# ---- step_profile_generator ----
**step_profile_generator: placed cells, one colour a class**

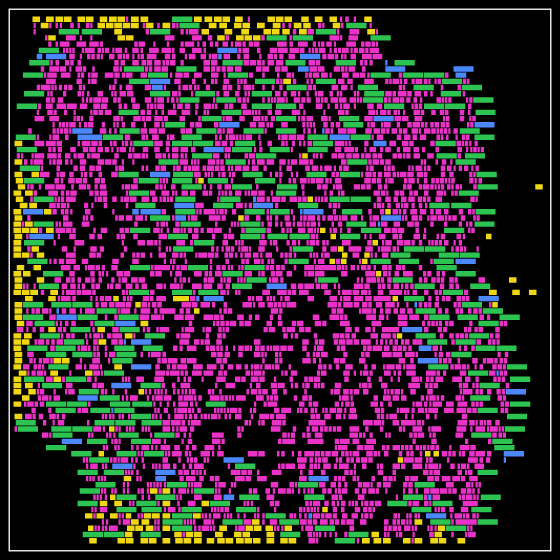

**config.mk**
```make
export PLATFORM = sky130hd
export DESIGN_NAME = step_profile_generator
export DESIGN_NICKNAME = d
export VERILOG_FILES = /design/src/rtl/step_gen_pkg.sv /design/src/rtl/step_period_timer.sv /design/src/rtl/step_profile_generator.sv
export SDC_FILE = /design/constraint.sdc
export NUM_CORES = 2
export LEC_CHECK = 0
export ABC_CLOCK_PERIOD_IN_PS = 14600
export CORE_UTILIZATION = 48
export CTS_CLUSTER_SIZE = 30
export DETAILED_ROUTE_END_ITERATION = 10
export MAX_ROUTING_LAYER = met4
export PLACE_DENSITY = 0.79
export SLEW_MARGIN = 10
export SYNTH_ARGS = -nofsm -noshare
export SYNTH_HDL_FRONTEND = slang
export SYNTH_SLANG_ARGS = --single-unit
```
**constraint.sdc**
```tcl
create_clock -name clk -period 14.6 [get_ports clk]
set_input_delay 2.92 -clock clk [delete_from_list [all_inputs] [get_ports clk]]
set_output_delay 2.92 -clock clk [all_outputs]
set_load 0.05 [all_outputs]
```
**src/rtl/step_gen_pkg.sv**
```systemverilog
// step_gen_pkg: shared types and helpers for the step profile generator.
//   state_t       : move sequencer states
//   IDX_*         : word positions inside the five-word parameter array
//   word_t        : 32-bit parameter / period word
//   clamp_period  : clamp a 33-bit signed period to [min_p, 2^32-1]
//   ramp_len      : ramp length min(nn, n>>1)
package step_gen_pkg;

    typedef logic [31:0] word_t;

    typedef enum logic [2:0] {
        IDLE,
        ACCEL,
        CRUISE,
        DECEL,
        DONE
    } state_t;

    localparam int unsigned IDX_N     = 0;
    localparam int unsigned IDX_NN    = 1;
    localparam int unsigned IDX_T0    = 2;
    localparam int unsigned IDX_TNA   = 3;
    localparam int unsigned IDX_DELTA = 4;

    // A 33-bit signed value never exceeds 2^32-1, so only the lower bound
    // needs an explicit test.
    function automatic word_t clamp_period(input logic signed [32:0] x,
                                           input word_t              min_p);
        if (x < $signed({1'b0, min_p})) begin
            return min_p;
        end
        return word_t'(x[31:0]);
    endfunction

    function automatic word_t ramp_len(input word_t n, input word_t nn);
        return (nn < (n >> 1)) ? nn : (n >> 1);
    endfunction

endpackage

```
**src/rtl/step_period_timer.sv**
```systemverilog
// step_period_timer: plays out one step period per start strobe.
//   clk_i, rst_i  : clock, asynchronous active-high reset
//   start_i       : load period_i and begin a new period next cycle
//   kill_i        : stop the running period immediately at the next edge
//   period_i      : period length in cycles (>= 1)
//   level_o       : step level, high for the first PULSE_WIDTH cycles
//   period_end_o  : high in the last cycle of the running period
module step_period_timer
    import step_gen_pkg::*;
#(
    parameter int unsigned PULSE_WIDTH = 8
) (
    input  logic  clk_i,
    input  logic  rst_i,
    input  logic  start_i,
    input  logic  kill_i,
    input  word_t period_i,
    output logic  level_o,
    output logic  period_end_o
);

    word_t cnt_q;
    word_t per_q;
    logic  active_q;

    always_comb begin
        period_end_o = active_q && (cnt_q == (per_q - 32'd1));
        level_o      = active_q && (cnt_q < word_t'(PULSE_WIDTH));
    end

    // A start coinciding with period_end reloads directly, giving
    // back-to-back periods with no idle cycle.
    always_ff @(posedge clk_i or posedge rst_i) begin
        if (rst_i) begin
            cnt_q    <= '0;
            per_q    <= '0;
            active_q <= 1'b0;
        end else if (kill_i) begin
            cnt_q    <= '0;
            active_q <= 1'b0;
        end else if (start_i) begin
            cnt_q    <= '0;
            per_q    <= period_i;
            active_q <= 1'b1;
        end else if (period_end_o) begin
            cnt_q    <= '0;
            active_q <= 1'b0;
        end else if (active_q) begin
            cnt_q    <= cnt_q + 32'd1;
        end
    end

endmodule

```
**src/rtl/step_profile_generator.sv**
```systemverilog
// step_profile_generator: trapezoidal step-pulse profile generator.
//   clk, reset   : clock, asynchronous active-high reset
//   param_valid  : parameter set valid level; a rising edge starts a move
//   par[0:4]     : N, nn, t0, tna, delta (delta signed)
//   abort        : synchronous stop request
//   step         : step pulse output
//   busy         : move in progress
//   done         : one-cycle completion strobe
//   step_count   : step pulses issued in the current move
module step_profile_generator
    import step_gen_pkg::*;
#(
    parameter int unsigned PULSE_WIDTH = 8,
    parameter int unsigned MIN_PERIOD  = 16
) (
    input  logic        clk,
    input  logic        reset,
    input  logic        param_valid,
    input  logic [31:0] par [0:4],
    input  logic        abort,
    output logic        step,
    output logic        busy,
    output logic        done,
    output logic [31:0] step_count
);

    localparam word_t MIN_P = word_t'(MIN_PERIOD);

    state_t state_q, state_d;
    logic   valid_q;
    word_t  par_q [0:4];
    word_t  idx_q, idx_d;       // steps issued in the current phase
    word_t  rper_q, rper_d;     // last ramp period, reused to start DECEL
    word_t  cnt_q, cnt_d;

    logic   accept;
    logic   start;
    logic   kill;
    word_t  next_per;
    word_t  n_w, nn_w, ramp_w, cruise_w;
    logic signed [32:0] delta_s;
    logic   tmr_level, tmr_end;

    step_period_timer #(
        .PULSE_WIDTH (PULSE_WIDTH)
    ) u_timer (
        .clk_i        (clk),
        .rst_i        (reset),
        .start_i      (start),
        .kill_i       (kill),
        .period_i     (next_per),
        .level_o      (tmr_level),
        .period_end_o (tmr_end)
    );

    always_ff @(posedge clk or posedge reset) begin
        if (reset) begin
            state_q <= IDLE;
            valid_q <= 1'b0;
            idx_q   <= '0;
            rper_q  <= '0;
            cnt_q   <= '0;
            for (int unsigned i = 0; i < 5; i++) begin
                par_q[i] <= '0;
            end
        end else begin
            state_q <= state_d;
            valid_q <= param_valid;
            idx_q   <= idx_d;
            rper_q  <= rper_d;
            cnt_q   <= cnt_d;
            if (accept) begin
                for (int unsigned i = 0; i < 5; i++) begin
                    par_q[i] <= par[i];
                end
            end
        end
    end

    always_comb begin
        // In IDLE the move geometry comes straight from the inputs so the
        // first period can be launched in the accept cycle.
        n_w      = (state_q == IDLE) ? par[IDX_N]  : par_q[IDX_N];
        nn_w     = (state_q == IDLE) ? par[IDX_NN] : par_q[IDX_NN];
        ramp_w   = ramp_len(n_w, nn_w);
        cruise_w = n_w - (ramp_w << 1);
        delta_s  = {par_q[IDX_DELTA][31], par_q[IDX_DELTA]};
        accept   = (state_q == IDLE) && param_valid && !valid_q && !abort;

        state_d  = state_q;
        idx_d    = idx_q;
        rper_d   = rper_q;
        cnt_d    = cnt_q;
        start    = 1'b0;
        next_per = rper_q;
        kill     = 1'b0;

        case (state_q)
            IDLE: begin
                if (accept) begin
                    cnt_d = '0;
                    if (n_w == '0) begin
                        state_d = DONE;
                    end else if (ramp_w != '0) begin
                        state_d  = ACCEL;
                        next_per = clamp_period({1'b0, par[IDX_T0]}, MIN_P);
                        rper_d   = next_per;
                        idx_d    = 32'd1;
                        start    = 1'b1;
                    end else begin
                        state_d  = CRUISE;
                        next_per = clamp_period({1'b0, par[IDX_TNA]}, MIN_P);
                        idx_d    = 32'd1;
                        start    = 1'b1;
                    end
                end
            end
            ACCEL: begin
                if (tmr_end) begin
                    start = 1'b1;
                    if (idx_q < ramp_w) begin
                        next_per = clamp_period($signed({1'b0, rper_q}) + delta_s, MIN_P);
                        rper_d   = next_per;
                        idx_d    = idx_q + 32'd1;
                    end else if (cruise_w != '0) begin
                        state_d  = CRUISE;
                        next_per = clamp_period({1'b0, par_q[IDX_TNA]}, MIN_P);
                        idx_d    = 32'd1;
                    end else begin
                        state_d  = DECEL;
                        next_per = rper_q;
                        idx_d    = 32'd1;
                    end
                end
            end
            CRUISE: begin
                if (tmr_end) begin
                    if (idx_q < cruise_w) begin
                        next_per = clamp_period({1'b0, par_q[IDX_TNA]}, MIN_P);
                        idx_d    = idx_q + 32'd1;
                        start    = 1'b1;
                    end else if (ramp_w != '0) begin
                        state_d  = DECEL;
                        next_per = rper_q;
                        idx_d    = 32'd1;
                        start    = 1'b1;
                    end else begin
                        state_d  = DONE;
                    end
                end
            end
            DECEL: begin
                if (tmr_end) begin
                    if (idx_q < ramp_w) begin
                        next_per = clamp_period($signed({1'b0, rper_q}) - delta_s, MIN_P);
                        rper_d   = next_per;
                        idx_d    = idx_q + 32'd1;
                        start    = 1'b1;
                    end else begin
                        state_d  = DONE;
                    end
                end
            end
            DONE: begin
                state_d = IDLE;
            end
            default: begin
                state_d = IDLE;
            end
        endcase

        if (start) begin
            cnt_d = cnt_d + 32'd1;
        end

        if (abort && (state_q != IDLE)) begin
            state_d = IDLE;
            start   = 1'b0;
            kill    = 1'b1;
            cnt_d   = cnt_q;
        end
    end

    always_comb begin
        busy       = (state_q == ACCEL) || (state_q == CRUISE) || (state_q == DECEL);
        done       = (state_q == DONE);
        step       = tmr_level && !abort;
        step_count = cnt_q;
    end

endmodule

```
# ---- ccip_rd_mux_n ----
===== src/rtl/ccip_rd_mux_n.sv =====
`default_nettype none
// ============================================================================
//  Module   : ccip_rd_mux_n
//  Brief    : N-client CCI-P C0 read-request multiplexer. It arbitrates
//             requests round-robin, tags mdata with the client ID, routes
//             responses back by that tag and keeps a credit count per client.
//             Optional macro CCIP_RD_MUX_RSP_CHECK_EN builds a sticky error
//             flag for stray responses.
//  Revision : 1.0  initial release
// ============================================================================
module ccip_rd_mux_n #(
    parameter int N_CH    = 4,
    parameter int MDATA_W = 16,
    parameter int ADDR_W  = 42,
    parameter int DATA_W  = 512,
    parameter int MAX_OUT = 64,
    localparam int CH_W   = $clog2(N_CH),
    localparam int CMD_W  = MDATA_W - CH_W
) (
    input  logic                    pClk,
    input  logic                    pReset_n,
    input  logic [N_CH-1:0]         cl_req_valid,
    input  logic [N_CH*ADDR_W-1:0]  cl_req_addr,
    input  logic [N_CH*CMD_W-1:0]   cl_req_mdata,
    output logic [N_CH-1:0]         cl_req_ready,
    output logic                    host_req_valid,
    output logic [ADDR_W-1:0]       host_req_addr,
    output logic [MDATA_W-1:0]      host_req_mdata,
    input  logic                    host_almost_full,
    input  logic                    host_rsp_valid,
    input  logic [MDATA_W-1:0]      host_rsp_mdata,
    input  logic [DATA_W-1:0]       host_rsp_data,
    output logic [N_CH-1:0]         cl_rsp_valid,
    output logic [CMD_W-1:0]        cl_rsp_mdata,
    output logic [DATA_W-1:0]       cl_rsp_data,
    output logic                    err_rsp
);

    localparam int               CNT_W   = $clog2(MAX_OUT + 1);
    localparam logic [CNT_W-1:0] MAX_CNT = CNT_W'(MAX_OUT);
    localparam logic [CH_W:0]    N_CH_X  = (CH_W + 1)'(N_CH);
    localparam logic [CH_W-1:0]  LAST_CH = CH_W'(N_CH - 1);

    logic [N_CH-1:0]    elig;
    logic [N_CH-1:0]    elig_rot;
    logic [N_CH-1:0]    gnt;
    logic [N_CH-1:0]    rsp_hit_vec;
    logic               gnt_found;
    logic [CH_W-1:0]    gnt_off;
    logic [CH_W:0]      gnt_sum;
    logic [CH_W-1:0]    gnt_id;
    logic [ADDR_W-1:0]  sel_addr;
    logic [CMD_W-1:0]   sel_mdata;
    logic [CH_W-1:0]    rsp_id;
    logic               rsp_in_range;

    logic [CH_W-1:0]    ptr_q, ptr_d;
    logic               host_req_valid_q, host_req_valid_d;
    logic [ADDR_W-1:0]  host_req_addr_q, host_req_addr_d;
    logic [MDATA_W-1:0] host_req_mdata_q, host_req_mdata_d;
    logic [N_CH-1:0]    cl_rsp_valid_q, cl_rsp_valid_d;
    logic [CMD_W-1:0]   cl_rsp_mdata_q, cl_rsp_mdata_d;
    logic [DATA_W-1:0]  cl_rsp_data_q, cl_rsp_data_d;

    assign rsp_id       = host_rsp_mdata[MDATA_W-1 -: CH_W];
    assign rsp_in_range = ({1'b0, rsp_id} < N_CH_X);

`ifdef CCIP_RD_MUX_RSP_CHECK_EN
    logic [N_CH-1:0] cnt_zero;
`endif

    for (genvar i = 0; i < N_CH; i++) begin : g_client
        logic [CNT_W-1:0] cnt_q, cnt_d;

        assign elig[i]        = cl_req_valid[i] && (cnt_q < MAX_CNT);
        assign gnt[i]         = gnt_found && (gnt_id == CH_W'(i));
        assign rsp_hit_vec[i] = host_rsp_valid && rsp_in_range && (rsp_id == CH_W'(i));
`ifdef CCIP_RD_MUX_RSP_CHECK_EN
        assign cnt_zero[i]    = (cnt_q == '0);
`endif

        // Simultaneous grant and response cancel; a stray response saturates at 0.
        always_comb begin
            cnt_d = cnt_q;
            if (gnt[i] && !rsp_hit_vec[i]) begin
                cnt_d = cnt_q + CNT_W'(1);
            end else if (!gnt[i] && rsp_hit_vec[i] && (cnt_q != '0)) begin
                cnt_d = cnt_q - CNT_W'(1);
            end
        end

        always_ff @(posedge pClk or negedge pReset_n) begin
            if (!pReset_n) begin
                cnt_q <= '0;
            end else begin
                cnt_q <= cnt_d;
            end
        end
    end

    // Rotate eligibility so bit 0 is the pointer client, pick the lowest set bit.
    always_comb begin
        elig_rot  = N_CH'({elig, elig} >> ptr_q);
        gnt_found = 1'b0;
        gnt_off   = '0;
        for (int k = N_CH - 1; k >= 0; k--) begin
            if (elig_rot[k]) begin
                gnt_found = 1'b1;
                gnt_off   = CH_W'(k);
            end
        end
        if (host_almost_full) begin
            gnt_found = 1'b0;
        end
        gnt_sum = {1'b0, ptr_q} + {1'b0, gnt_off};
        if (gnt_sum >= N_CH_X) begin
            gnt_sum = gnt_sum - N_CH_X;
        end
        gnt_id = gnt_sum[CH_W-1:0];
    end

    always_comb begin
        sel_addr  = '0;
        sel_mdata = '0;
        for (int i = 0; i < N_CH; i++) begin
            if (gnt[i]) begin
                sel_addr  = cl_req_addr[i*ADDR_W +: ADDR_W];
                sel_mdata = cl_req_mdata[i*CMD_W +: CMD_W];
            end
        end
    end

    always_comb begin
        host_req_valid_d = gnt_found;
        host_req_addr_d  = gnt_found ? sel_addr : host_req_addr_q;
        host_req_mdata_d = gnt_found ? {gnt_id, sel_mdata} : host_req_mdata_q;
        ptr_d            = ptr_q;
        if (gnt_found) begin
            ptr_d = (gnt_id == LAST_CH) ? '0 : gnt_id + CH_W'(1);
        end
        cl_rsp_valid_d = rsp_hit_vec;
        cl_rsp_mdata_d = (|rsp_hit_vec) ? host_rsp_mdata[CMD_W-1:0] : cl_rsp_mdata_q;
        cl_rsp_data_d  = (|rsp_hit_vec) ? host_rsp_data : cl_rsp_data_q;
    end

    always_ff @(posedge pClk or negedge pReset_n) begin
        if (!pReset_n) begin
            ptr_q            <= '0;
            host_req_valid_q <= 1'b0;
            host_req_addr_q  <= '0;
            host_req_mdata_q <= '0;
            cl_rsp_valid_q   <= '0;
            cl_rsp_mdata_q   <= '0;
            cl_rsp_data_q    <= '0;
        end else begin
            ptr_q            <= ptr_d;
            host_req_valid_q <= host_req_valid_d;
            host_req_addr_q  <= host_req_addr_d;
            host_req_mdata_q <= host_req_mdata_d;
            cl_rsp_valid_q   <= cl_rsp_valid_d;
            cl_rsp_mdata_q   <= cl_rsp_mdata_d;
            cl_rsp_data_q    <= cl_rsp_data_d;
        end
    end

`ifdef CCIP_RD_MUX_RSP_CHECK_EN
    logic err_q, err_d;

    always_comb begin
        err_d = err_q | (host_rsp_valid && !rsp_in_range) | (|(rsp_hit_vec & cnt_zero));
    end

    always_ff @(posedge pClk or negedge pReset_n) begin
        if (!pReset_n) begin
            err_q <= 1'b0;
        end else begin
            err_q <= err_d;
        end
    end

    assign err_rsp = err_q;
`else
    assign err_rsp = 1'b0;
`endif

    assign cl_req_ready   = gnt;
    assign host_req_valid = host_req_valid_q;
    assign host_req_addr  = host_req_addr_q;
    assign host_req_mdata = host_req_mdata_q;
    assign cl_rsp_valid   = cl_rsp_valid_q;
    assign cl_rsp_mdata   = cl_rsp_mdata_q;
    assign cl_rsp_data    = cl_rsp_data_q;

endmodule
`default_nettype wire


===== config.mk =====
export PLATFORM = sky130hd
export DESIGN_NAME = ccip_rd_mux_n
export DESIGN_NICKNAME = d
export VERILOG_FILES = /design/src/rtl/ccip_rd_mux_n.sv
export SDC_FILE = /design/constraint.sdc
export NUM_CORES = 1
export LEC_CHECK = 0
export CELL_PAD_IN_SITES_DETAIL_PLACEMENT = 0
export CELL_PAD_IN_SITES_GLOBAL_PLACEMENT = 2
export CORE_AREA = 2 2 530 532
export DETAILED_ROUTE_END_ITERATION = 10
export DIE_AREA = 0 0 532 534
export MAX_ROUTING_LAYER = met4
export PLACE_DENSITY = 0.44
export SETUP_SLACK_MARGIN = 0.4
export SKIP_CTS_REPAIR_TIMING = 1
export SLEW_MARGIN = 20
export SYNTH_ARGS = -nofsm -noshare
export SYNTH_HDL_FRONTEND = slang
export SYNTH_SLANG_ARGS = --single-unit

===== constraint.sdc =====
create_clock -name pClk -period 3.9 [get_ports pClk]
set_input_delay 0.39 -clock pClk [delete_from_list [all_inputs] [get_ports pClk]]
set_output_delay 0.39 -clock pClk [all_outputs]
set_load 0.1 [all_outputs]

# ---- spi_reg_slave ----
==> src/rtl/spi_reg_slave.sv <==
// spi_reg_slave: SPI mode-0 responder exposing a small 8-bit register bank.
// Byte 0 is a command (bit 7 = read, low bits = start address), and the
// following bytes are written to or read from consecutive registers, with the
// address wrapping at the top of the bank. SCLK, SS_N and MOSI are sampled on
// the system clock through 2-flop synchronizers.
module spi_reg_slave #(
  parameter int unsigned ADDR_W  = 3,
  parameter logic [7:0]  RST_VAL = 8'h00,
  localparam int unsigned NREGS  = 2 ** ADDR_W
) (
  input  logic                 clk,
  input  logic                 rst,
  input  logic                 sclk,
  input  logic                 ss_n,
  input  logic                 mosi,
  output logic                 miso,
  output logic [8*NREGS-1:0]   regs_o,
  output logic                 wr_strobe,
  output logic [ADDR_W-1:0]    wr_addr,
  output logic [7:0]           wr_data,
  output logic                 busy
);

  typedef enum logic [1:0] {
    IDLE    = 2'd0,
    CMD     = 2'd1,
    DATA_WR = 2'd2,
    DATA_RD = 2'd3
  } state_t;

  // synchronizer and edge-detect history
  logic sclkMeta_q, sclkSync_q, sclkPrev_q;
  logic ssMeta_q, ssSync_q, ssPrev_q;
  logic mosiMeta_q, mosiSync_q;

  logic sclkRise, sclkFall, ssFall, ssRise;

  // protocol state
  state_t            state_q, state_d;
  logic [2:0]        bitCnt_q, bitCnt_d;
  logic [7:0]        rxShift_q, rxShift_d;
  logic [7:0]        txShift_q, txShift_d;
  logic [ADDR_W-1:0] addr_q, addr_d;
  logic              miso_q, miso_d;
  logic [7:0]        rxByte;

  // write request scheduled in the detect cycle, committed on the next edge
  logic              wrEn_d;
  logic [ADDR_W-1:0] wrAddr_d;
  logic [7:0]        wrData_d;

  // register bank and write-report outputs
  logic [7:0]        regs_q [NREGS];
  logic              wrStrobe_q;
  logic [ADDR_W-1:0] wrAddr_q;
  logic [7:0]        wrData_q;

  // Two-flop synchronizers plus one extra stage for edge detection. The
  // ss_n chain resets to "selected" so that a master still holding ss_n low
  // across a reset does not create a false falling edge and restart mid-frame.
  always_ff @(posedge clk) begin
    if (rst) begin
      sclkMeta_q <= 1'b0;
      sclkSync_q <= 1'b0;
      sclkPrev_q <= 1'b0;
      ssMeta_q   <= 1'b0;
      ssSync_q   <= 1'b0;
      ssPrev_q   <= 1'b0;
      mosiMeta_q <= 1'b0;
      mosiSync_q <= 1'b0;
    end else begin
      sclkMeta_q <= sclk;
      sclkSync_q <= sclkMeta_q;
      sclkPrev_q <= sclkSync_q;
      ssMeta_q   <= ss_n;
      ssSync_q   <= ssMeta_q;
      ssPrev_q   <= ssSync_q;
      mosiMeta_q <= mosi;
      mosiSync_q <= mosiMeta_q;
    end
  end

  assign sclkRise = sclkSync_q & ~sclkPrev_q;
  assign sclkFall = ~sclkSync_q & sclkPrev_q;
  assign ssFall   = ssPrev_q & ~ssSync_q;
  assign ssRise   = ~ssPrev_q & ssSync_q;
  assign rxByte   = {rxShift_q[6:0], mosiSync_q};

  // Next-state logic: command decode, byte assembly, read shifting and
  // write scheduling; deselect overrides everything and drops partial bytes.
  always_comb begin
    state_d   = state_q;
    bitCnt_d  = bitCnt_q;
    rxShift_d = rxShift_q;
    txShift_d = txShift_q;
    addr_d    = addr_q;
    wrEn_d    = 1'b0;
    wrAddr_d  = addr_q;
    wrData_d  = rxByte;

    case (state_q)
      IDLE: begin
        txShift_d = 8'h00;
        if (ssFall) begin
          state_d   = CMD;
          bitCnt_d  = 3'd0;
          rxShift_d = 8'h00;
        end
      end

      CMD: begin
        if (sclkRise) begin
          rxShift_d = rxByte;
          bitCnt_d  = bitCnt_q + 3'd1;
          if (bitCnt_q == 3'd7) begin
            addr_d  = rxByte[ADDR_W-1:0];
            state_d = rxByte[7] ? DATA_RD : DATA_WR;
          end
        end
      end

      DATA_WR: begin
        if (sclkRise) begin
          rxShift_d = rxByte;
          bitCnt_d  = bitCnt_q + 3'd1;
          if (bitCnt_q == 3'd7) begin
            wrEn_d = 1'b1;
            addr_d = addr_q + ADDR_W'(1);
          end
        end
      end

      DATA_RD: begin
        if (sclkRise) begin
          bitCnt_d = bitCnt_q + 3'd1;
        end else if (sclkFall) begin
          if (bitCnt_q == 3'd0) begin
            txShift_d = regs_q[addr_q];
            addr_d    = addr_q + ADDR_W'(1);
          end else begin
            txShift_d = {txShift_q[6:0], 1'b0};
          end
        end
      end

      default: begin
        state_d = IDLE;
      end
    endcase

    if (state_q != IDLE && ssRise) begin
      state_d   = IDLE;
      bitCnt_d  = 3'd0;
      txShift_d = 8'h00;
      wrEn_d    = 1'b0;
    end

    miso_d = (state_d == DATA_RD) ? txShift_d[7] : 1'b0;
  end

  // Protocol state registers.
  always_ff @(posedge clk) begin
    if (rst) begin
      state_q   <= IDLE;
      bitCnt_q  <= 3'd0;
      rxShift_q <= 8'h00;
      txShift_q <= 8'h00;
      addr_q    <= '0;
      miso_q    <= 1'b0;
    end else begin
      state_q   <= state_d;
      bitCnt_q  <= bitCnt_d;
      rxShift_q <= rxShift_d;
      txShift_q <= txShift_d;
      addr_q    <= addr_d;
      miso_q    <= miso_d;
    end
  end

  // Register bank update and write report; both appear on the same edge.
  always_ff @(posedge clk) begin
    if (rst) begin
      for (int k = 0; k < NREGS; k++) begin
        regs_q[k] <= RST_VAL;
      end
      wrStrobe_q <= 1'b0;
      wrAddr_q   <= '0;
      wrData_q   <= 8'h00;
    end else begin
      wrStrobe_q <= wrEn_d;
      if (wrEn_d) begin
        regs_q[wrAddr_d] <= wrData_d;
        wrAddr_q         <= wrAddr_d;
        wrData_q         <= wrData_d;
      end
    end
  end

  // Flatten the bank onto the output bus, register k at bits [8k+7:8k].
  always_comb begin
    regs_o = '0;
    for (int k = 0; k < NREGS; k++) begin
      regs_o[8*k +: 8] = regs_q[k];
    end
  end

  assign miso      = miso_q;
  assign wr_strobe = wrStrobe_q;
  assign wr_addr   = wrAddr_q;
  assign wr_data   = wrData_q;
  assign busy      = (state_q != IDLE);

endmodule

==> config.mk <==
export PLATFORM = sky130hd
export DESIGN_NAME = spi_reg_slave
export DESIGN_NICKNAME = d
export VERILOG_FILES = /design/src/rtl/spi_reg_slave.sv
export SDC_FILE = /design/constraint.sdc
export NUM_CORES = 1
export LEC_CHECK = 0
export ABC_AREA = 1
export CAP_MARGIN = 0
export CORE_MARGIN = 10
export CORE_UTILIZATION = 45
export DETAILED_ROUTE_END_ITERATION = 10
export GPL_TIMING_DRIVEN = 0
export PLACE_DENSITY_LB_ADDON = 0.3
export SETUP_SLACK_MARGIN = 0.05
export SYNTH_ARGS = -nofsm -noshare
export SYNTH_HDL_FRONTEND = slang
export SYNTH_SLANG_ARGS = --single-unit
==> constraint.sdc <==
create_clock -name clk -period 1.83 [get_ports clk]
set_clock_uncertainty 0.1 [all_clocks]
set_input_delay 0.366 -clock clk [delete_from_list [all_inputs] [get_ports clk]]
set_output_delay 0.366 -clock clk [all_outputs]
set_load 0.1 [all_outputs]
# ---- freeze_ctrl ----
`config.mk`:
```
export PLATFORM = sky130hd
export DESIGN_NAME = freeze_ctrl
export DESIGN_NICKNAME = d
export VERILOG_FILES = /design/src/rtl/freeze_ctrl.sv
export SDC_FILE = /design/constraint.sdc
export NUM_CORES = 1
export LEC_CHECK = 0
export CAP_MARGIN = 20
export CORE_MARGIN = 10
export CORE_UTILIZATION = 57
export CTS_CLUSTER_SIZE = 30
export DETAILED_ROUTE_END_ITERATION = 12
export PLACE_DENSITY_LB_ADDON = 0.3
export SLEW_MARGIN = 40
export SYNTH_ARGS = -nofsm -noshare
export SYNTH_HDL_FRONTEND = slang
export SYNTH_SLANG_ARGS = --single-unit
```
`constraint.sdc`:
```
create_clock -name clk -period 3.69 [get_ports clk]
set_clock_uncertainty 0.05 [all_clocks]
set_input_delay 0.738 -clock clk [delete_from_list [all_inputs] [get_ports clk]]
set_output_delay 0.738 -clock clk [all_outputs]
set_load 0.05 [all_outputs]
```
`src/rtl/freeze_ctrl.sv`:
```
// freeze_ctrl: pipeline-wide run enable for the LC-3b pipelined core.
// Merges NUM_PORTS memory handshakes, sequences the two accesses of
// LDI/STI, and provides debug halt, a stall-cycle counter and a sticky
// stall-timeout watchdog.
//
// state      | meaning
// -----------+---------------------------------------------------------
// IND_IDLE   | no indirect in flight, or LDI/STI on its first access
// IND_SECOND | LDI/STI second (final) access in progress
module freeze_ctrl #(
    parameter int NUM_PORTS = 2,
    parameter int DATA_PORT = 1,
    parameter int CNT_WIDTH = 16,
    parameter int TIMEOUT   = 1024
) (
    input  logic                 clk,
    input  logic                 rst,
    input  logic [NUM_PORTS-1:0] port_req,
    input  logic [NUM_PORTS-1:0] port_resp,
    input  logic                 indirect,
    input  logic                 debug_halt,
    input  logic                 perf_clr,
    output logic                 run,
    output logic [NUM_PORTS-1:0] stall_vec,
    output logic                 indirect_phase,
    output logic [CNT_WIDTH-1:0] stall_count,
    output logic                 timeout_err
);

    localparam int WD_W = (TIMEOUT > 0) ? $clog2(TIMEOUT + 1) : 1;

    typedef enum logic {
        IND_IDLE   = 1'b0,
        IND_SECOND = 1'b1
    } ind_state_e;

    ind_state_e state_q, state_d;

    logic mem_stall;
    logic ind_hold;
    logic first_done;

    assign stall_vec  = port_req & ~port_resp;
    assign mem_stall  = |stall_vec;
    assign ind_hold   = indirect & (state_q == IND_IDLE);
    assign run        = ~rst & ~debug_halt & ~mem_stall & ~ind_hold;
    assign first_done = port_resp[DATA_PORT] | ~port_req[DATA_PORT];

    assign indirect_phase = (state_q == IND_SECOND);

    // Next-state logic; a halted or stalled pipeline never advances the FSM,
    // so a response seen under debug_halt is left for the memory to re-present.
    always_comb begin
        state_d = state_q;
        if (!debug_halt && !mem_stall) begin
            case (state_q)
                IND_IDLE: begin
                    if (indirect && first_done) begin
                        state_d = IND_SECOND;
                    end
                end
                IND_SECOND: begin
                    if (run || !indirect) begin
                        state_d = IND_IDLE;
                    end
                end
                default: state_d = IND_IDLE;
            endcase
        end
    end

    // Indirect-sequencing state register; reset restarts LDI/STI from access one.
    always_ff @(posedge clk or posedge rst) begin
        if (rst) begin
            state_q <= IND_IDLE;
        end else begin
            state_q <= state_d;
        end
    end

    logic [CNT_WIDTH-1:0] stall_count_q, stall_count_d;

    // Saturating stall-cycle counter; clear wins over increment.
    always_comb begin
        stall_count_d = stall_count_q;
        if (perf_clr) begin
            stall_count_d = '0;
        end else if (!run && !(&stall_count_q)) begin
            stall_count_d = stall_count_q + CNT_WIDTH'(1);
        end
    end

    // Stall-cycle counter register.
    always_ff @(posedge clk or posedge rst) begin
        if (rst) begin
            stall_count_q <= '0;
        end else begin
            stall_count_q <= stall_count_d;
        end
    end

    assign stall_count = stall_count_q;

    generate
        if (TIMEOUT > 0) begin : g_wd
            localparam logic [WD_W-1:0] WD_LIMIT = WD_W'(TIMEOUT);

            logic [WD_W-1:0] wd_q, wd_d;
            logic            err_q, err_d;

            // Consecutive-stall count; halt cycles freeze it, any run cycle clears it.
            always_comb begin
                wd_d = wd_q;
                if (run) begin
                    wd_d = '0;
                end else if (!debug_halt && (wd_q != WD_LIMIT)) begin
                    wd_d = wd_q + WD_W'(1);
                end
                err_d = err_q | (wd_d == WD_LIMIT);
            end

            // Watchdog registers; the error flag is sticky until reset.
            always_ff @(posedge clk or posedge rst) begin
                if (rst) begin
                    wd_q  <= '0;
                    err_q <= 1'b0;
                end else begin
                    wd_q  <= wd_d;
                    err_q <= err_d;
                end
            end

            assign timeout_err = err_q;
        end else begin : g_no_wd
            assign timeout_err = 1'b0;
        end
    endgenerate

endmodule

```
**ccip_rd_mux_n: routing congestion**

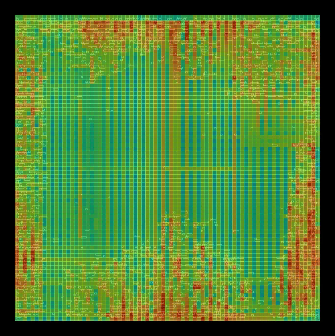
GRT Total Usage: 12.8%
Final Util: 16.9%
met1 track demand over resource: 13.4%
busiest layer in global routing: met2
met3 layer usage reported by global route: 5.60%

==> results.rst, ccip_rd_mux_n <==
Flow metrics
------------

.. list-table::
   :header-rows: 1

   * - Metric
     - Value
   * - Result of the run
     - completed
   * - Synthesized instance count
     - about 1700
   * - Critical path launch point
     - g_client[1].cnt_q[6]
   * - Dpl ws
     - -0.227 ns
   * - Total core area
     - 278000 um2
   * - Worst Tran Pin Value
     - ~1.2 ns
   * - Well-Tap Cells
     - around 3700
   * - Final-layout fill cell count
     - 30804
   * - Overall chip area
     - ~280000 um2
   * - Slew HR
     - about a fifth
   * - Number of vias per cell
     - a little over 3
   * - Signal buffers share of area
     - a little under a third
   * - Ant. Diodes
     - 29
   * - Leading cell types in the layout, fill and taps excluded
     - sky130_fd_sc_hd__clkdlybuf4s50_1 (1222), sky130_fd_sc_hd__dfrtp_1 (615), sky130_fd_sc_hd__mux2_2 (532)
   * - Hold WC Path Type
     - in2reg
   * - Max-capacitance violation count
     - 0
   * - Fraction of post-synthesis cell area in the top cell type by area
     - 61.6%
   * - Clock buffers created by TritonCTS
     - approximately 95
   * - Synthesized-area fraction occupied by xor and xnor cells
     - less than 1%
   * - Gpl congestion
     - between 0.8 and 0.9
   * - WL final
     - 182 mm
==> ccip_rd_mux_n: per-layer routing <==
metal / GRT usage, % / up-vias / wire [um] / share of wire, %
li1: - / 9262 / - / -
met1: 13.4 / 10651 / 68800 / 38
met2: 22.1 / 1083 / 91700 / 50
met3: 5.60 / 191 / 18200 / 10
met4: 2.41 / 0 / 3110 / 1.7
met5: - / - / 0 / 0
==> ccip_rd_mux_n: flip-flops by register name, summed over array words and instances, names as in the netlist <==
register	cells
host_req_valid	1
cl_rsp_mdata	14
host_req_mdata	16
g_client.cnt_q	28
cl_rsp_data	512
ptr_q	2
host_req_addr	42
cl_rsp_valid	4
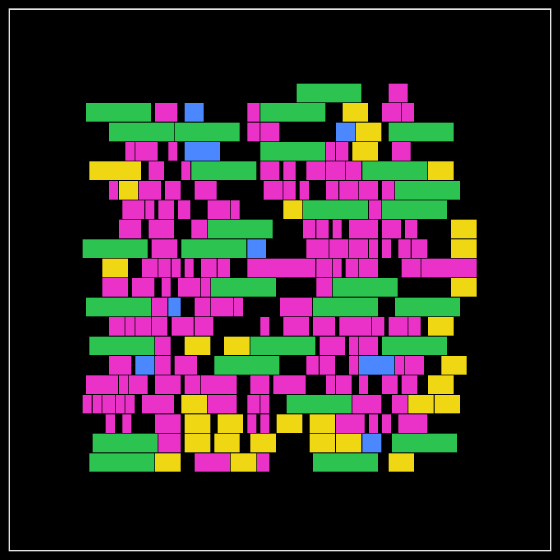
**Above:** freeze_ctrl (placed cells, one colour a class).
remaining buffers and delay cells -> yellow  # cells 31, share of their area 15%
registers -> green  # cells 29, share of their area 35%
clock drivers and dummy loads -> blue  # cells 8, share of their area 3.4%
remaining logic cells -> magenta  # cells 140, share of their area 46%

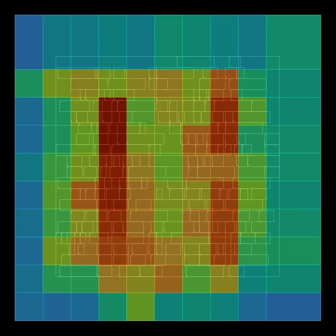
**Above:** freeze_ctrl (routing congestion).
GRT Total Usage: 16.1%
Routed wire per std cell: 17.0 um
M2 GR Usage: 28.6%

==> results.rst, freeze_ctrl <==
Flow metrics
------------

.. list-table::
   :header-rows: 1

   * - Metric
     - Value
   * - Number of port buffers
     - 29
   * - Tally of clock buffers in the finished layout
     - 7
   * - Cell class contributing the biggest share of worst-path delay
     - simple AND/OR/NAND/NOR gates
   * - Antenna violations before repair
     - 0
   * - Post-DP HPWL
     - about 3 mm
   * - CTS HTree Levels
     - 2
   * - Congestion Overflow GR
     - 0
   * - Unrepaired setup endpoints after global routing
     - false
   * - Worst Tran Pin Value
     - around 0.73 ns
   * - Cycle use final
     - approximately 81%
   * - Post-synth top area cell
     - sky130_fd_sc_hd__dfrtp_1
   * - Syn Std Cell Area
     - 1760 um2
   * - Destination of the worst hold path
     - timeout_err
   * - Path type of the worst setup path
     - in2out
   * - Logic area
     - 933 um2
   * - Crit-path max FO
     - 6
   * - Clock network area share
     - under 10%
   * - Final setup violation count
     - 0
   * - Yosys simple share
     - a little over a quarter
   * - Critical register-to-register path startpoint
     - stall_count[0]
   * - Busiest layer in global routing
     - met2
   * - Starting density of the core
     - 58.5%
   * - Layout area overhead
     - 19.9%
   * - Clock Sinks
     - 29
   * - Layout multi-input combinational cell count
     - approximately 130
   * - Sequential share of the synthesized area
     - between 40% and 50%
   * - Signal buffers share of area
     - 15.0%
   * - Top cells by area
     - sky130_fd_sc_hd__dfrtp_1 (41%), sky130_fd_sc_hd__xnor2_1 (6.0%), sky130_fd_sc_hd__o31ai_1 (4.3%)
   * - Clock tree from TritonCTS
     - yes
   * - Met3 layer usage reported by global route
     - 5.60%
   * - Post-CTS Setup Bufs
     - 0
   * - Result of the run
     - completed
   * - AO/OA Area Share
     - between 10% and 20%
   * - Pin count of the biggest net entering global routing
     - 21
   * - Final-layout fill cell count
     - 241
   * - Cell at the slowest stage of the critical path
     - sky130_fd_sc_hd__clkdlybuf4s50_1
   * - Final design area excluding fillers
     - ~2100 um2
-- freeze_ctrl: cells in the mapped netlist, drive strengths merged --
library cell,count
o2111ai,1
dlygate4sd1,1
nor4bb,1
and3,5
a21oi,13
and4,1
nand4,4
nand4b,1
a31oi,3
or3b,1
nor2b,5
dfrtp,29
buf,5
ha,3
a21o,1
nor2,21
nor3,2
or3,4
o31ai,10
a41o,1
clkbuf,4
o41ai,1
or2,1
or4b,1
mux2i,3
and4b,1
xor2,2
nor4,4
xnor2,12
o21ai,4
o22ai,1
nand2,11
and2,1
o21a,1
mux2,2
inv,6
nand3,4
or4,8
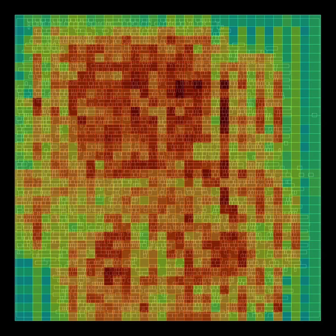
**Above:** step_profile_generator (routing congestion).
busiest layer in global routing: met1
GRT Total Usage: 36.0%
met1 track demand over resource: 51.3%
M2 GR Usage: 48.2%

About 'placed cells, one colour a class' of step_profile_generator:
remaining logic cells -> magenta  # cells 3030, share of their area 63%
registers -> green  # cells 293, share of their area 25%
remaining buffers and delay cells -> yellow  # cells 231, share of their area 7.6%
clock drivers and dummy loads -> blue  # cells 66, share of their area 4.2%

==> results.rst, step_profile_generator <==
Flow metrics
------------

.. list-table::
   :header-rows: 1

   * - Metric
     - Value
   * - Result of the run
     - completed
   * - Post-DP HPWL
     - approximately 75 mm
   * - Worst Hold Depth
     - 2
   * - Number of search-and-repair iterations in the first detailed-routing pass
     - 6
   * - Cell at the slowest stage of the critical path
     - sky130_fd_sc_hd__nor3b_1
   * - Clock Sinks
     - between 200 and 300
   * - MUX share of area
     - between 3 and 4%
   * - Dominant cell by count in the synthesized netlist
     - sky130_fd_sc_hd__nand2_1
   * - Share of the final layout cell area in multi-input gates
     - between 50% and 60%
   * - Final Util
     - a little under three fifths
   * - Final-layout fill cell count
     - 4999
   * - Total core area
     - between 50000 and 60000 um2
   * - Topmost layer with routed signal wires
     - met4
   * - Unrepaired setup endpoints after global routing
     - false
   * - Worst Tran Pin Value
     - about 1.2 ns
   * - Arr. time, crit path
     - roughly 13 ns
   * - Largest buffer count on any clock path
     - 3
   * - Dpl ws
     - 1.93 ns
   * - Path type of the worst setup path
     - in2reg
   * - Antenna violations before repair
     - 4
   * - Final setup violation count
     - 0
   * - Layout multi-input combinational cell count
     - 2867
   * - Ratio of cells with drive above 1 in the final layout
     - 4.83%
   * - Area taken by flip-flops and latches
     - between 7000 and 8000 um2
   * - Violation count after the first detailed-route iteration
     - roughly 4000
   * - Count of sequential standard cells
     - 293
   * - Hold WC Path Type
     - reg2reg
   * - Overall chip area
     - between 50000 and 60000 um2
   * - Cell class contributing the biggest share of worst-path delay
     - AND-OR/OR-AND gates
   * - Final design area excluding fillers
     - about 30000 um2
   * - Layout area overhead
     - 14.4%
   * - Number of buffers and inverters on the critical path
     - 4
   * - Area of the synthesized netlist per yosys stat
     - 26400 um2
   * - Worst Clk Skew
     - a little over 0.03 ns
   * - Final std cells w/o fill
     - around 4300
   * - Remaining design rule violation count
     - 0
==> step_profile_generator: registers in the layout (all words and copies together) (netlist names) <==
signal and cells:
delta_s 32, idx_q 32, par_q 96, rper_q 32
state_q 3, step_count 32, u_timer.active_q 1, u_timer.cnt_q 32
u_timer.per_q 32, valid_q 1
==> step_profile_generator: worst register-to-register path: cells and delay by family (launching register included) <==
family          cells  cell delay [ns]
compound gates     14             4.00
simple gates       10             3.65
buf+inv             5             1.77
fa+ha+maj           3             0.95
flops               1             0.70
mux                 1             0.58
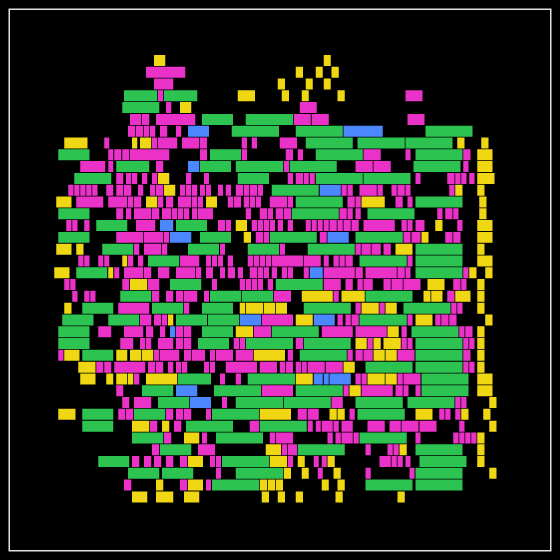
**Above:** spi_reg_slave (placed cells, one colour a class).
clock drivers and dummy loads -> blue  # cells 16, share of their area 2.9%
registers -> green  # cells 111, share of their area 44%
remaining buffers and delay cells -> yellow  # cells 137, share of their area 16%
remaining logic cells -> magenta  # cells 413, share of their area 37%

==> results.rst, spi_reg_slave <==
Flow metrics
------------

.. list-table::
   :header-rows: 1

   * - Metric
     - Value
   * - Final critical-path setup slack
     - -0.110 ns
   * - Ant. Diodes
     - 0
   * - Via count of the first global-routing pass
     - ~4200
   * - FF-to-FF setup slack
     - -0.11 ns
   * - Violations in the final reports
     - setup timing
   * - Clock-pin slew reported for the worst setup and hold paths after clock tree synthesis
     - roughly 0.1 ns
   * - Hold WC Path Type
     - in2reg
   * - Worst hold-check slack
     - 0.207 ns
   * - Time the final worst path needs with I/O delays and setup
     - roughly 1.9 ns
   * - Top FF cell, synth
     - sky130_fd_sc_hd__edfxtp_1
   * - Logic area
     - 2210 um2
   * - M2 GR Usage
     - between 30% and 40%
   * - Violation count after the first detailed-route iteration
     - about 360
   * - Topmost layer with routed signal wires
     - met4
   * - Series of cell instances along the critical path
     - ha_4 -> ha_4 -> inv_2 -> nor2_4 -> nand3_4 -> clkinv_4 -> nand2_8 -> nor2_8 -> buf_12 -> nand2_8 -> nand2_8
   * - Final Util
     - between 60 and 70%
   * - Final setup violation count
     - approximately 83
   * - Top cells by area
     - sky130_fd_sc_hd__edfxtp_1 (39%), sky130_fd_sc_hd__dfxtp_1 (19%), sky130_fd_sc_hd__nand2_1 (8.4%)
   * - Number of different library cells in the post-synthesis netlist
     - 28
   * - Total number of vias
     - between 4000 and 5000
   * - Share of the final layout cell area in multi-input gates
     - roughly 33%
   * - Result of the run
     - finished, violations left
[spi_reg_slave: logic make-up (layout without fill, tap and decap cells)]
family	count (synthesis)	in the layout	synth area share, %
adders and majority gates	9	9	2.29
muxes	1	1	0.204
AOI/OAI and AO/OA	78	78	8.99
and+or+nand+nor	278	278	24.5
buffers and inverters	68	200	5.75
DFF	111	111	58.2
[spi_reg_slave: final timing paths]
kind / start / end / cells past startpoint
setup / recovery: bitCnt_q[1] / regs_q[2][4] / 11
hold / removal: rst / rxShift_q[1] / 2
setup reg to reg: bitCnt_q[1] / regs_q[2][4] / 11
hold reg to reg: sclkMeta_q / sclkSync_q / 2

==> notes/layouts.md <==
Pictures saved along the way, in no particular order.

Power grid.
Pins as bars on the die edge. Tap cells in grey.
panel A
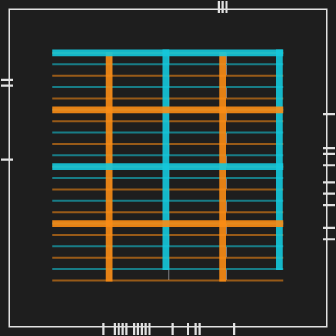
panel B
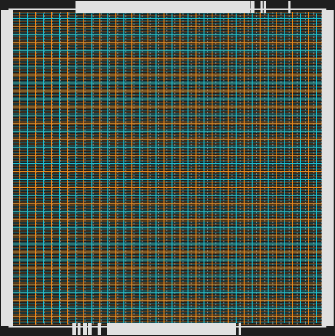
panel C
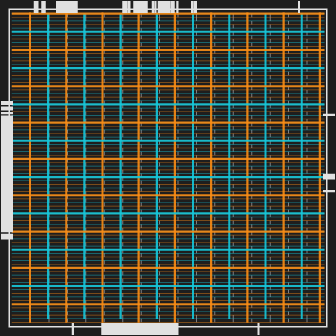
panel D
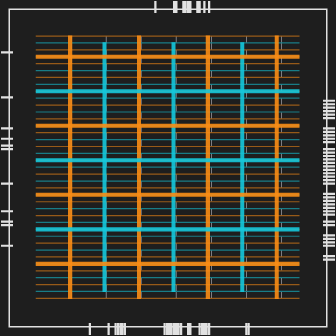
| from | picture |
|---|---|
| spi_reg_slave | panel D |
| freeze_ctrl | panel A |
| step_profile_generator | panel C |
| ccip_rd_mux_n | panel B |



==> layout pictures side by side <==
Signal wires by layer.
picture 1
Bar = 20 um.
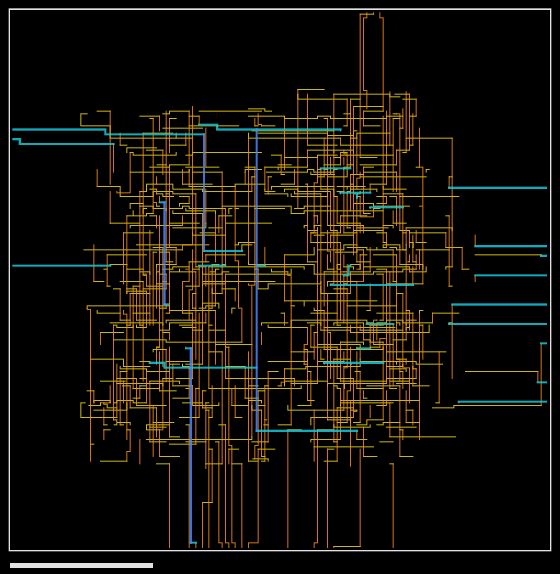
picture 2
Bar = 50 um.
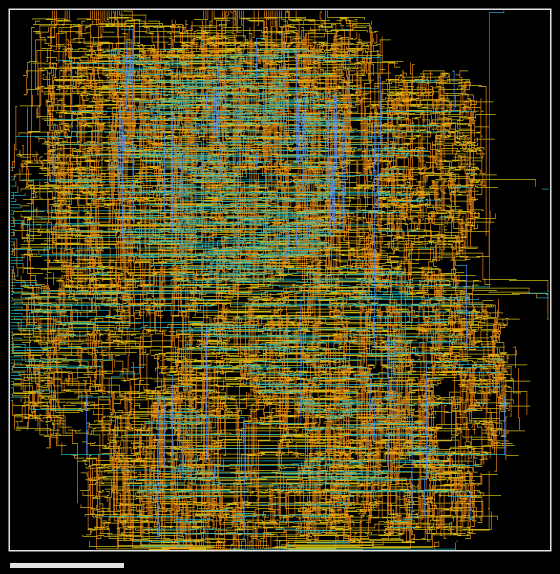
picture 3
Bar = 20 um.
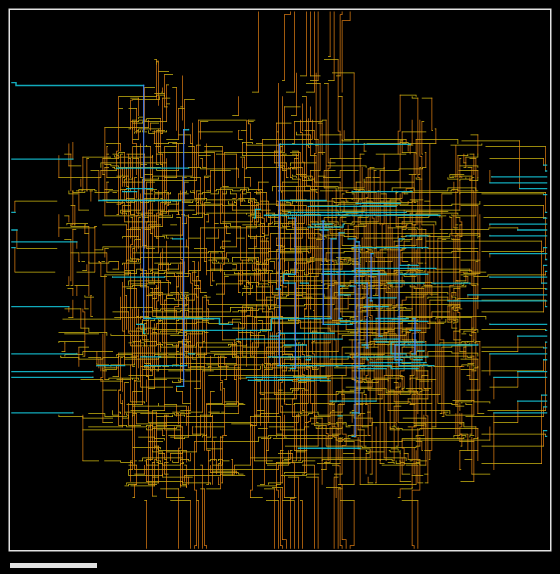
picture 4
Bar = 200 um.
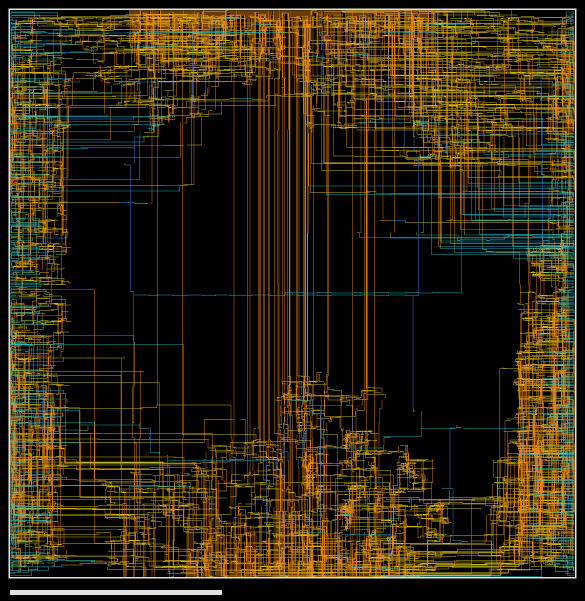
freeze_ctrl -> picture 1
step_profile_generator -> picture 2
spi_reg_slave -> picture 3
ccip_rd_mux_n -> picture 4
The one with the largest die is picture 4.
The one with the smallest die is picture 1.


==> layout pictures side by side <==
Routed clock nets over the placement.
(a)
Bar = 20 um.
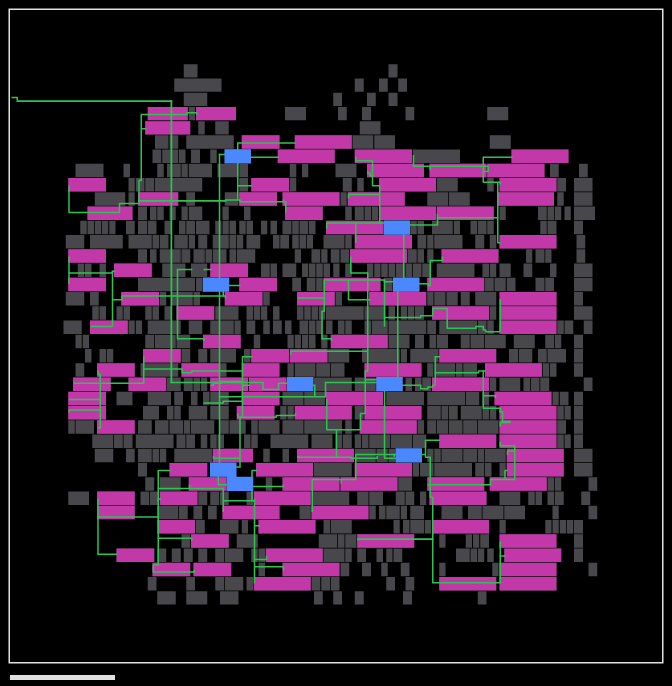
(b)
Bar = 200 um.
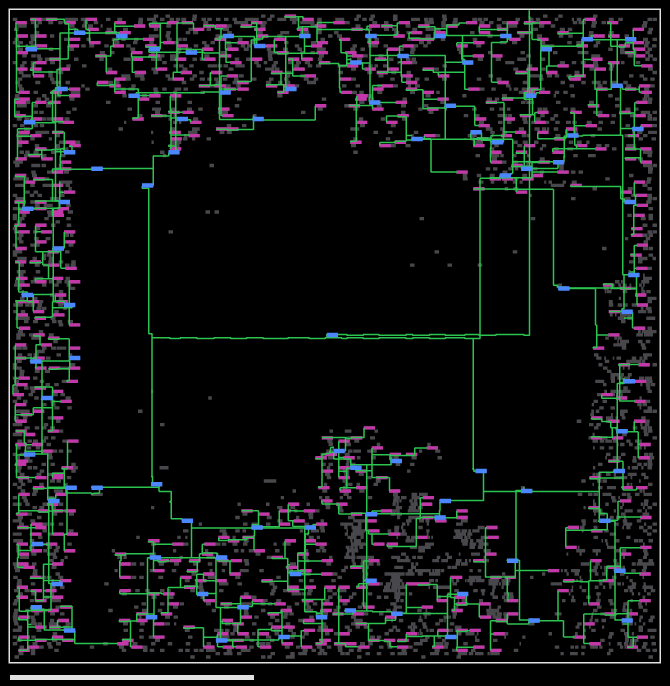
(c)
Bar = 20 um.
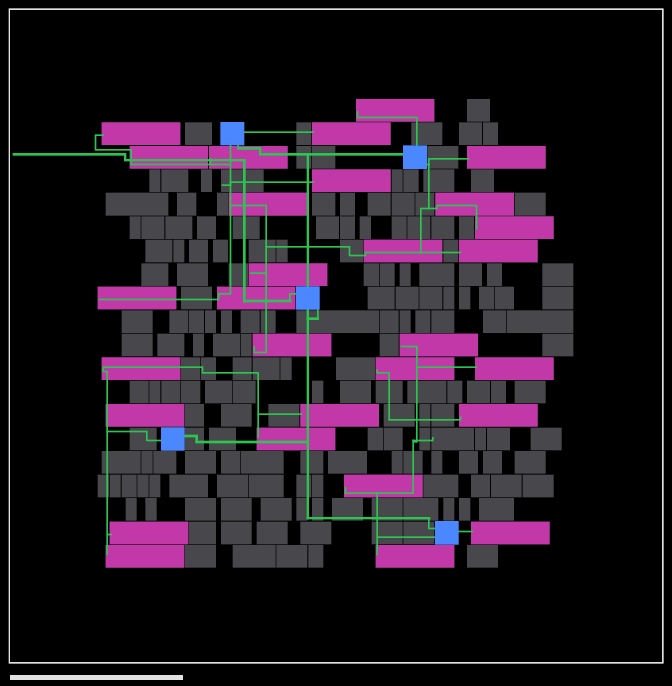
(d)
Bar = 50 um.
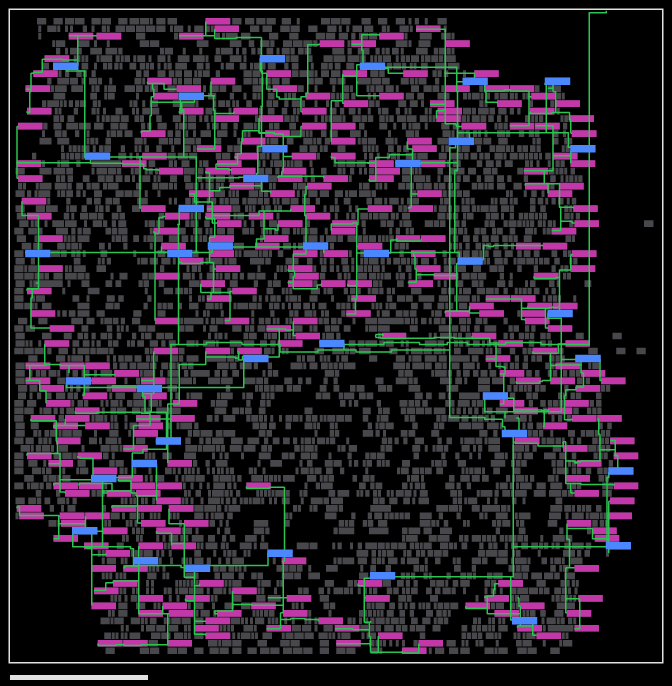
(a) -> spi_reg_slave
(d) -> step_profile_generator
(c) -> freeze_ctrl
(b) -> ccip_rd_mux_n

Key to (d):
clock wires -> green  # length 4730 um
flip-flops -> magenta  # count 293
clock-net drivers -> blue  # count 38
routed clock nets = 39
flops lie = widely spread

